# delay_sink_fifo

**config.mk**
```make
export PLATFORM = sky130hd
export DESIGN_NAME = delay_sink_fifo
export DESIGN_NICKNAME = d
export VERILOG_FILES = /design/src/rtl/delay_sink_fifo_pkg.sv /design/src/rtl/sink_fifo_mem.sv /design/src/rtl/delay_sink_fifo.sv
export SDC_FILE = /design/constraint.sdc
export NUM_CORES = 1
export LEC_CHECK = 0
export ABC_AREA = 1
export CORE_UTILIZATION = 55
export CTS_BUF_LIST = sky130_fd_sc_hd__clkbuf_8
export CTS_CLUSTER_SIZE = 24
export DETAILED_ROUTE_END_ITERATION = 8
export GPL_TIMING_DRIVEN = 0
export PLACE_DENSITY = 0.76
export REMOVE_ABC_BUFFERS = 1
export SKIP_CTS_REPAIR_TIMING = 1
export SYNTH_ARGS = -nofsm -noshare
export SYNTH_HDL_FRONTEND = slang
export SYNTH_SLANG_ARGS = --single-unit
```
**constraint.sdc**
```tcl
create_clock -name clk -period 6.6 [get_ports clk]
set_input_delay 1.32 -clock clk [delete_from_list [all_inputs] [get_ports clk]]
set_output_delay 1.32 -clock clk [all_outputs]
set_load 0.02 [all_outputs]
```
**src/rtl/delay_sink_fifo_pkg.sv**
```systemverilog
// delay_sink_fifo_pkg: shared clog2 helper for the delay sink FIFO
package delay_sink_fifo_pkg;

    function automatic int clog2(input int v);
        int r;
        r = 0;
        while ((1 << r) < v) r++;
        return r;
    endfunction

endpackage

```
**src/rtl/sink_fifo_mem.sv**
```systemverilog
// sink_fifo_mem: DEPTH x DATA_WIDTH storage, sync write port, async read port, no reset
//   clk            rising-edge clock
//   we/waddr/wdata write port, captured at the rising edge
//   raddr/rdata    combinational read port
module sink_fifo_mem
    import delay_sink_fifo_pkg::*;
#(
    parameter int DATA_WIDTH = 16,
    parameter int DEPTH      = 16,
    localparam int AW        = clog2(DEPTH)
) (
    input  logic                  clk,
    input  logic                  we,
    input  logic [AW-1:0]         waddr,
    input  logic [DATA_WIDTH-1:0] wdata,
    input  logic [AW-1:0]         raddr,
    output logic [DATA_WIDTH-1:0] rdata
);

    logic [DATA_WIDTH-1:0] mem [DEPTH];

    always_ff @(posedge clk)
        if (we) mem[waddr] <= wdata;

    assign rdata = mem[raddr];

endmodule

```
**src/rtl/delay_sink_fifo.sv**
```systemverilog
// delay_sink_fifo: FWFT sink FIFO for a fixed-delay pipeline, with early stall and sticky overflow
//   clk/reset              clock, synchronous active-high reset
//   in_valid/in_data       words from the upstream pipeline, no backpressure
//   stall_out              asks upstream to stop issuing (margin covers words in flight)
//   out_valid/out_ready    downstream handshake, out_data is the oldest word
//   count                  occupancy, overflow is sticky until reset
module delay_sink_fifo
    import delay_sink_fifo_pkg::*;
#(
    parameter int DATA_WIDTH   = 16,
    parameter int DEPTH        = 16,
    parameter int STALL_MARGIN = 5,
    localparam int AW          = clog2(DEPTH),
    localparam int CW          = AW + 1
) (
    input  logic                  clk,
    input  logic                  reset,
    input  logic                  in_valid,
    input  logic [DATA_WIDTH-1:0] in_data,
    output logic                  stall_out,
    output logic                  out_valid,
    input  logic                  out_ready,
    output logic [DATA_WIDTH-1:0] out_data,
    output logic [CW-1:0]         count,
    output logic                  overflow
);

    logic [AW-1:0] wptr_q, wptr_d, rptr_q, rptr_d;
    logic [CW-1:0] count_q, count_d;
    logic          overflow_q, overflow_d;
    logic          full, pop, push;

    assign full      = count_q == CW'(DEPTH);
    assign out_valid = count_q != '0;
    assign pop       = out_valid & out_ready;
    // a pop frees the head slot in the same edge, so a full buffer can still accept
    assign push      = in_valid & (~full | pop);
    assign stall_out = count_q >= CW'(DEPTH - STALL_MARGIN);
    assign count     = count_q;
    assign overflow  = overflow_q;

    always_comb begin
        wptr_d     = reset ? '0 : wptr_q + AW'(push);
        rptr_d     = reset ? '0 : rptr_q + AW'(pop);
        count_d    = reset ? '0 : count_q + CW'(push) - CW'(pop);
        overflow_d = reset ? 1'b0 : overflow_q | (in_valid & ~push);
    end

    always_ff @(posedge clk) begin
        wptr_q     <= wptr_d;
        rptr_q     <= rptr_d;
        count_q    <= count_d;
        overflow_q <= overflow_d;
    end

    sink_fifo_mem #(
        .DATA_WIDTH(DATA_WIDTH),
        .DEPTH     (DEPTH)
    ) u_mem (
        .clk  (clk),
        .we   (push & ~reset),
        .waddr(wptr_q),
        .wdata(in_data),
        .raddr(rptr_q),
        .rdata(out_data)
    );

endmodule

```
# counter_machine_core

$ cat src/rtl/counter_machine_core.sv
// Counter-machine core: NUM_REGS saturating counters, PC-relative jumps, tick-paced
// free run or synchronised single-step, sticky overflow and a retired-instruction count.
module counter_machine_core #(
  parameter int DATA_W   = 8,
  parameter int NUM_REGS = 4,
  parameter int PC_W     = 8,
  parameter int TICK_DIV = 25_000_000,
  parameter int RET_W    = 16,
  localparam int REG_W   = $clog2(NUM_REGS)
) (
  input  logic              clk50mhz,
  input  logic              reset,
  input  logic              run_mode,
  input  logic              step_btn,
  output logic [PC_W-1:0]   imem_addr,
  input  logic [15:0]       imem_data,
  input  logic [REG_W-1:0]  dbg_sel,
  output logic [DATA_W-1:0] dbg_data,
  output logic [PC_W-1:0]   pc_out,
  output logic              halted,
  output logic              overflow,
  output logic [RET_W-1:0]  retired
);

  localparam int TICK_W = $clog2(TICK_DIV);

  localparam logic [2:0] OP_INC  = 3'b001;
  localparam logic [2:0] OP_DEC  = 3'b010;
  localparam logic [2:0] OP_JZ   = 3'b011;
  localparam logic [2:0] OP_JMP  = 3'b100;
  localparam logic [2:0] OP_HALT = 3'b101;

  typedef enum logic [1:0] {
    S_WAIT,
    S_FETCH,
    S_EXEC,
    S_HALT
  } state_t;

  state_t              state_q, state_d;
  logic [TICK_W-1:0]   tick_cnt_q, tick_cnt_d;
  logic [1:0]          sync_q, sync_d;
  logic                step_prev_q, step_prev_d;
  logic [PC_W-1:0]     pc_q, pc_d;
  logic [DATA_W-1:0]   regs_q [NUM_REGS];
  logic [DATA_W-1:0]   regs_d [NUM_REGS];
  logic                overflow_q, overflow_d;
  logic                halted_q, halted_d;
  logic [RET_W-1:0]    retired_q, retired_d;

  logic                tick;
  logic                step_pulse;
  logic                advance;
  logic [2:0]          opcode;
  logic [REG_W-1:0]    reg_idx;
  logic [PC_W-1:0]     offset;
  logic [DATA_W-1:0]   cur;

  // Index bits above REG_W are don't-care, so the word is folded here.
  logic unused_imem;
  assign unused_imem = ^imem_data;

  always_comb begin
    tick       = (tick_cnt_q == TICK_W'(TICK_DIV - 1));
    tick_cnt_d = tick ? '0 : tick_cnt_q + TICK_W'(1);

    sync_d      = {sync_q[0], step_btn};
    step_prev_d = sync_q[1];
    step_pulse  = sync_q[1] & ~step_prev_q;
    advance     = run_mode ? tick : step_pulse;

    opcode  = imem_data[15:13];
    reg_idx = imem_data[8 +: REG_W];
    offset  = PC_W'($signed(imem_data[7:0]));
    cur     = regs_q[reg_idx];
  end

  // Advance requests are only honoured in WAIT; anything arriving mid-instruction is lost.
  always_comb begin
    state_d    = state_q;
    pc_d       = pc_q;
    regs_d     = regs_q;
    overflow_d = overflow_q;
    halted_d   = halted_q;
    retired_d  = retired_q;

    case (state_q)
      S_WAIT:  if (advance) state_d = S_FETCH;
      S_FETCH: state_d = S_EXEC;
      S_EXEC: begin
        state_d = S_WAIT;
        pc_d    = pc_q + PC_W'(1);
        if (retired_q != '1) retired_d = retired_q + RET_W'(1);
        case (opcode)
          OP_INC: begin
            if (cur == '1) overflow_d = 1'b1;
            else regs_d[reg_idx] = cur + DATA_W'(1);
          end
          OP_DEC: begin
            if (cur != '0) regs_d[reg_idx] = cur - DATA_W'(1);
          end
          OP_JZ: begin
            if (cur == '0) pc_d = pc_q + offset;
          end
          OP_JMP: pc_d = pc_q + offset;
          OP_HALT: begin
            pc_d     = pc_q;
            halted_d = 1'b1;
            state_d  = S_HALT;
          end
          default: ;
        endcase
      end
      S_HALT:  state_d = S_HALT;
      default: state_d = S_WAIT;
    endcase
  end

  always_ff @(posedge clk50mhz) begin
    if (!reset) begin
      state_q     <= S_WAIT;
      tick_cnt_q  <= '0;
      sync_q      <= '0;
      step_prev_q <= 1'b0;
      pc_q        <= '0;
      regs_q      <= '{default: '0};
      overflow_q  <= 1'b0;
      halted_q    <= 1'b0;
      retired_q   <= '0;
    end else begin
      state_q     <= state_d;
      tick_cnt_q  <= tick_cnt_d;
      sync_q      <= sync_d;
      step_prev_q <= step_prev_d;
      pc_q        <= pc_d;
      regs_q      <= regs_d;
      overflow_q  <= overflow_d;
      halted_q    <= halted_d;
      retired_q   <= retired_d;
    end
  end

  assign imem_addr = pc_q;
  assign pc_out    = pc_q;
  assign halted    = halted_q;
  assign overflow  = overflow_q;
  assign retired   = retired_q;
  assign dbg_data  = regs_q[dbg_sel];

endmodule
$ cat config.mk
export PLATFORM = sky130hd
export DESIGN_NAME = counter_machine_core
export DESIGN_NICKNAME = d
export VERILOG_FILES = /design/src/rtl/counter_machine_core.sv
export SDC_FILE = /design/constraint.sdc
export NUM_CORES = 1
export LEC_CHECK = 0
export CAP_MARGIN = 5
export CORE_MARGIN = 1
export CORE_UTILIZATION = 40
export CTS_BUF_LIST = sky130_fd_sc_hd__clkbuf_8
export DETAILED_ROUTE_END_ITERATION = 12
export HOLD_SLACK_MARGIN = 0.12
export PLACE_DENSITY = 0.57
export SETUP_SLACK_MARGIN = 0.3
export SLEW_MARGIN = 20
export SYNTH_ARGS = -nofsm -noshare
export SYNTH_HDL_FRONTEND = slang
export SYNTH_SLANG_ARGS = --single-unit
export TNS_END_PERCENT = 30
$ cat constraint.sdc
create_clock -name clk50mhz -period 3.6 [get_ports clk50mhz]
set_clock_uncertainty 0.1 [all_clocks]
set_input_delay 0.54 -clock clk50mhz [delete_from_list [all_inputs] [get_ports clk50mhz]]
set_output_delay 0.54 -clock clk50mhz [all_outputs]
set_load 0.01 [all_outputs]
Figure 1. Signal wires on met4 (delay_sink_fifo).
Bar = 50 µm.
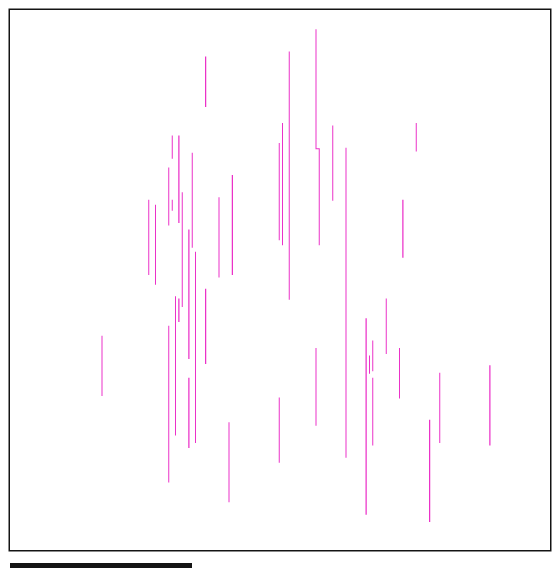
- main direction: vertical
- nets with wire on the layer: 29
- longest straight run: 85.0 µm
- wire length on this layer: 1,000 µm
- share of all routed wire: 3.8%
drt total wl: 26.5 mm
vias: 8,148

==> job_summary.md, delay_sink_fifo <==
### Flow metrics

| Metric | Value |
|---|---|
| Worst Setup Slack, final | `1.54 ns` |
| Avg Vias per Cell | `5.34` |
| Biggest consumer | `sequential cells` |
| Worst EP required | `5.28 ns` |
| Maximum VDD drop | `0.277 mV` |
| Syn Inst Count | `1,152` |
| FP Rows | `53` |
| Combinational power | `1.16 mW` |
| Core Region | `21,000 µm²` |
| CTS tree | `done` |
| Met3 Wirelength | `2.03 mm` |
| Io pins | `44` |
| Cell taking the most area after synthesis | `edfxtp_1` |
| Outcome | `finished, final reports clean` |
| CP Launch Type | `register` |
| Worst hold slack | `0.464 ns` |
| Wirelength per Cell | `17.4 µm` |
| Crit-path max FO | `18` |
| Non-filler cells, final | `1,525` |
| Die Span Y | `149 µm` |
| Worst Path Buf+Inv | `2` |
| Late-Pin Clk Latency | `0.56 ns` |
| Chip area | `22,100 µm²` |
| Synth Warn # | `0` |
| XOR Share, Synth | `0.148%` |
delay_sink_fifo: final cells by class:
class | count | area (µm²) | area share [%]
clock buffers | 46 | 633 | 4.67
repair buffers | 75 | 835 | 6.16
well taps | 275 | 344 | 2.54
flip-flops and latches | 270 | 7980 | 58.9
clock inverters | 30 | 146 | 1.08
inverters | 218 | 821 | 6.06
multi-input cells | 611 | 2800 | 20.6
delay_sink_fifo: Yosys cell counts, drive strengths merged, types with 2 or more instances:
master / count
a21oi: 5
buf: 48
clkbuf: 5
dfxtp: 14
edfxtp: 256
ha: 12
inv: 217
nand2: 353
nand3: 201
nor2: 17
nor3: 16
o21ai: 2
xnor2: 2
delay_sink_fifo: final timing paths:
path | startpoint | end | slack, ns | cells past startpoint
max | rptr_q[3] | out_data[0] | 1.54 | 4
min | overflow | overflow | 0.46 | 2
max reg2reg | rptr_q[3] | rptr_q[3] | 3.72 | 3
min reg2reg | overflow | overflow | 0.46 | 2
delay_sink_fifo: flip-flops by register name (all words and copies together), names as in the netlist:
register   cells
overflow       1
u_mem.mem    256
rptr_q         4
count          5
wptr_q         4
Figure 2. Cell sizes after repair (counter_machine_core).
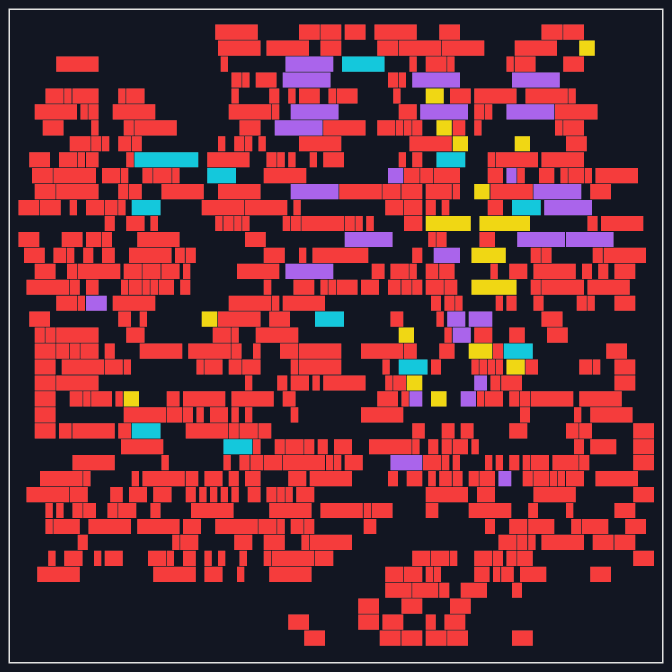
- x2: purple (cells 27; most used mux4_2)
- x1 and smaller: red (cells 531; most used dfxtp_1)
- x6 and larger: cyan (cells 11; most used clkbuf_8)
- x3 and x4: yellow (cells 17; most used buf_4)
bufs w/o clock: 70
Worst Setup Slack, final: 0.474 ns
Finished Cell Area: 5660 µm²
Area Growth Syn to Fin: 18.6%

==> job_summary.md, counter_machine_core <==
### Flow metrics

| Metric | Value |
|---|---|
| Worst r2r src | `tick_cnt_q[0]` |
| Violated checks | `DRC` |
| HPWL after DPL | `7.70 mm` |
| Outcome | `finished, violations left` |
| Mapped Area | `4770 µm²` |
| Initial drt markers | `240` |
| Late-Pin Clk Latency | `0.36 ns` |
| Clk_buf instances | `9` |
| Gr ovfl total | `0` |
| Cell Type Count | `64` |
| Number of warnings in the stage logs | `30` |
| Top cells by count | `dfxtp_1 (88), nor2_1 (74), nand2_1 (51)` |
| Root buf cell | `clkbuf_8` |
| WHS Endpoint | `sync_q[1]` |
| Synthesis area per yosys | `4770 µm²` |
| DRC | `8` |
| Syn Inst Count | `530` |
| Most numerous logic cells after layout | `dfxtp_1 (88), nor2_1 (74), clkdlybuf4s50_1 (60)` |
| Worst slack at placement | `0.0864 ns` |
| Combinational share of cell area | `49.6%` |
| Clock-cell share | `3.25%` |
| Post-route ant nets | `0` |
| CP Launch Type | `primary input` |
==> counter_machine_core: layer usage <==
metal  GRT usage [%]  vias to the layer above  wire length, µm
met5               0                        -                0
met4            5.23                        0              116
met3            3.77                        8              423
met2            29.9                       88             5110
met1            25.7                     1887             5300
li1                -                     2004                -
==> counter_machine_core: power breakdown <==
group	leakage (nW)	internal, mW	switching, mW
Combinational	1.19	0.0612	0.0751
Clock	0.0911	0.314	0.355
Sequential	0.710	0.979	0.00690
==> counter_machine_core: logic make-up after synthesis <==
group	synth area share, %
buffers and inverters	4.27
multiplexers	11.4
adder cells (fa/ha/maj)	3.57
flip-flops	36.9
XOR/XNOR	8.08
AND-OR/OR-AND	9.68
AND/OR/NAND/NOR	26.1
==> counter_machine_core: metrics by stage <==
stage	area (µm²)	util, %	std cells
detailed placement	5480	47.6	715
CTS	5660	49.2	729
global placement	5480	47.6	715
global route	5660	49.2	729
floorplan	4770	-	530
finish	5660	49.2	729
==> counter_machine_core: critical path, cell delays in order <==
cell	delay [ns]
clkdlybuf4s50_1	0.50
buf_12	0.17
mux4_2	0.60
nor4_4	0.44
and4_4	0.31
or2_1	0.28
nor4_1	0.11
a2111oi_2	0.32


==> layout pictures side by side <==
Sequential cells colored by netlist name.
picture 1
Bar = 50 µm.
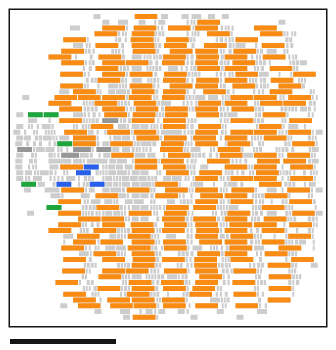
picture 2
Bar = 20 µm.
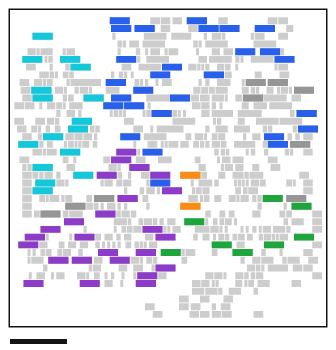
The one with the most cells is picture 1.
The one with the most sequential cells is picture 1.
counter_machine_core is picture 2.
delay_sink_fifo is picture 1.

Power is estimated from default activity; no workload was simulated.
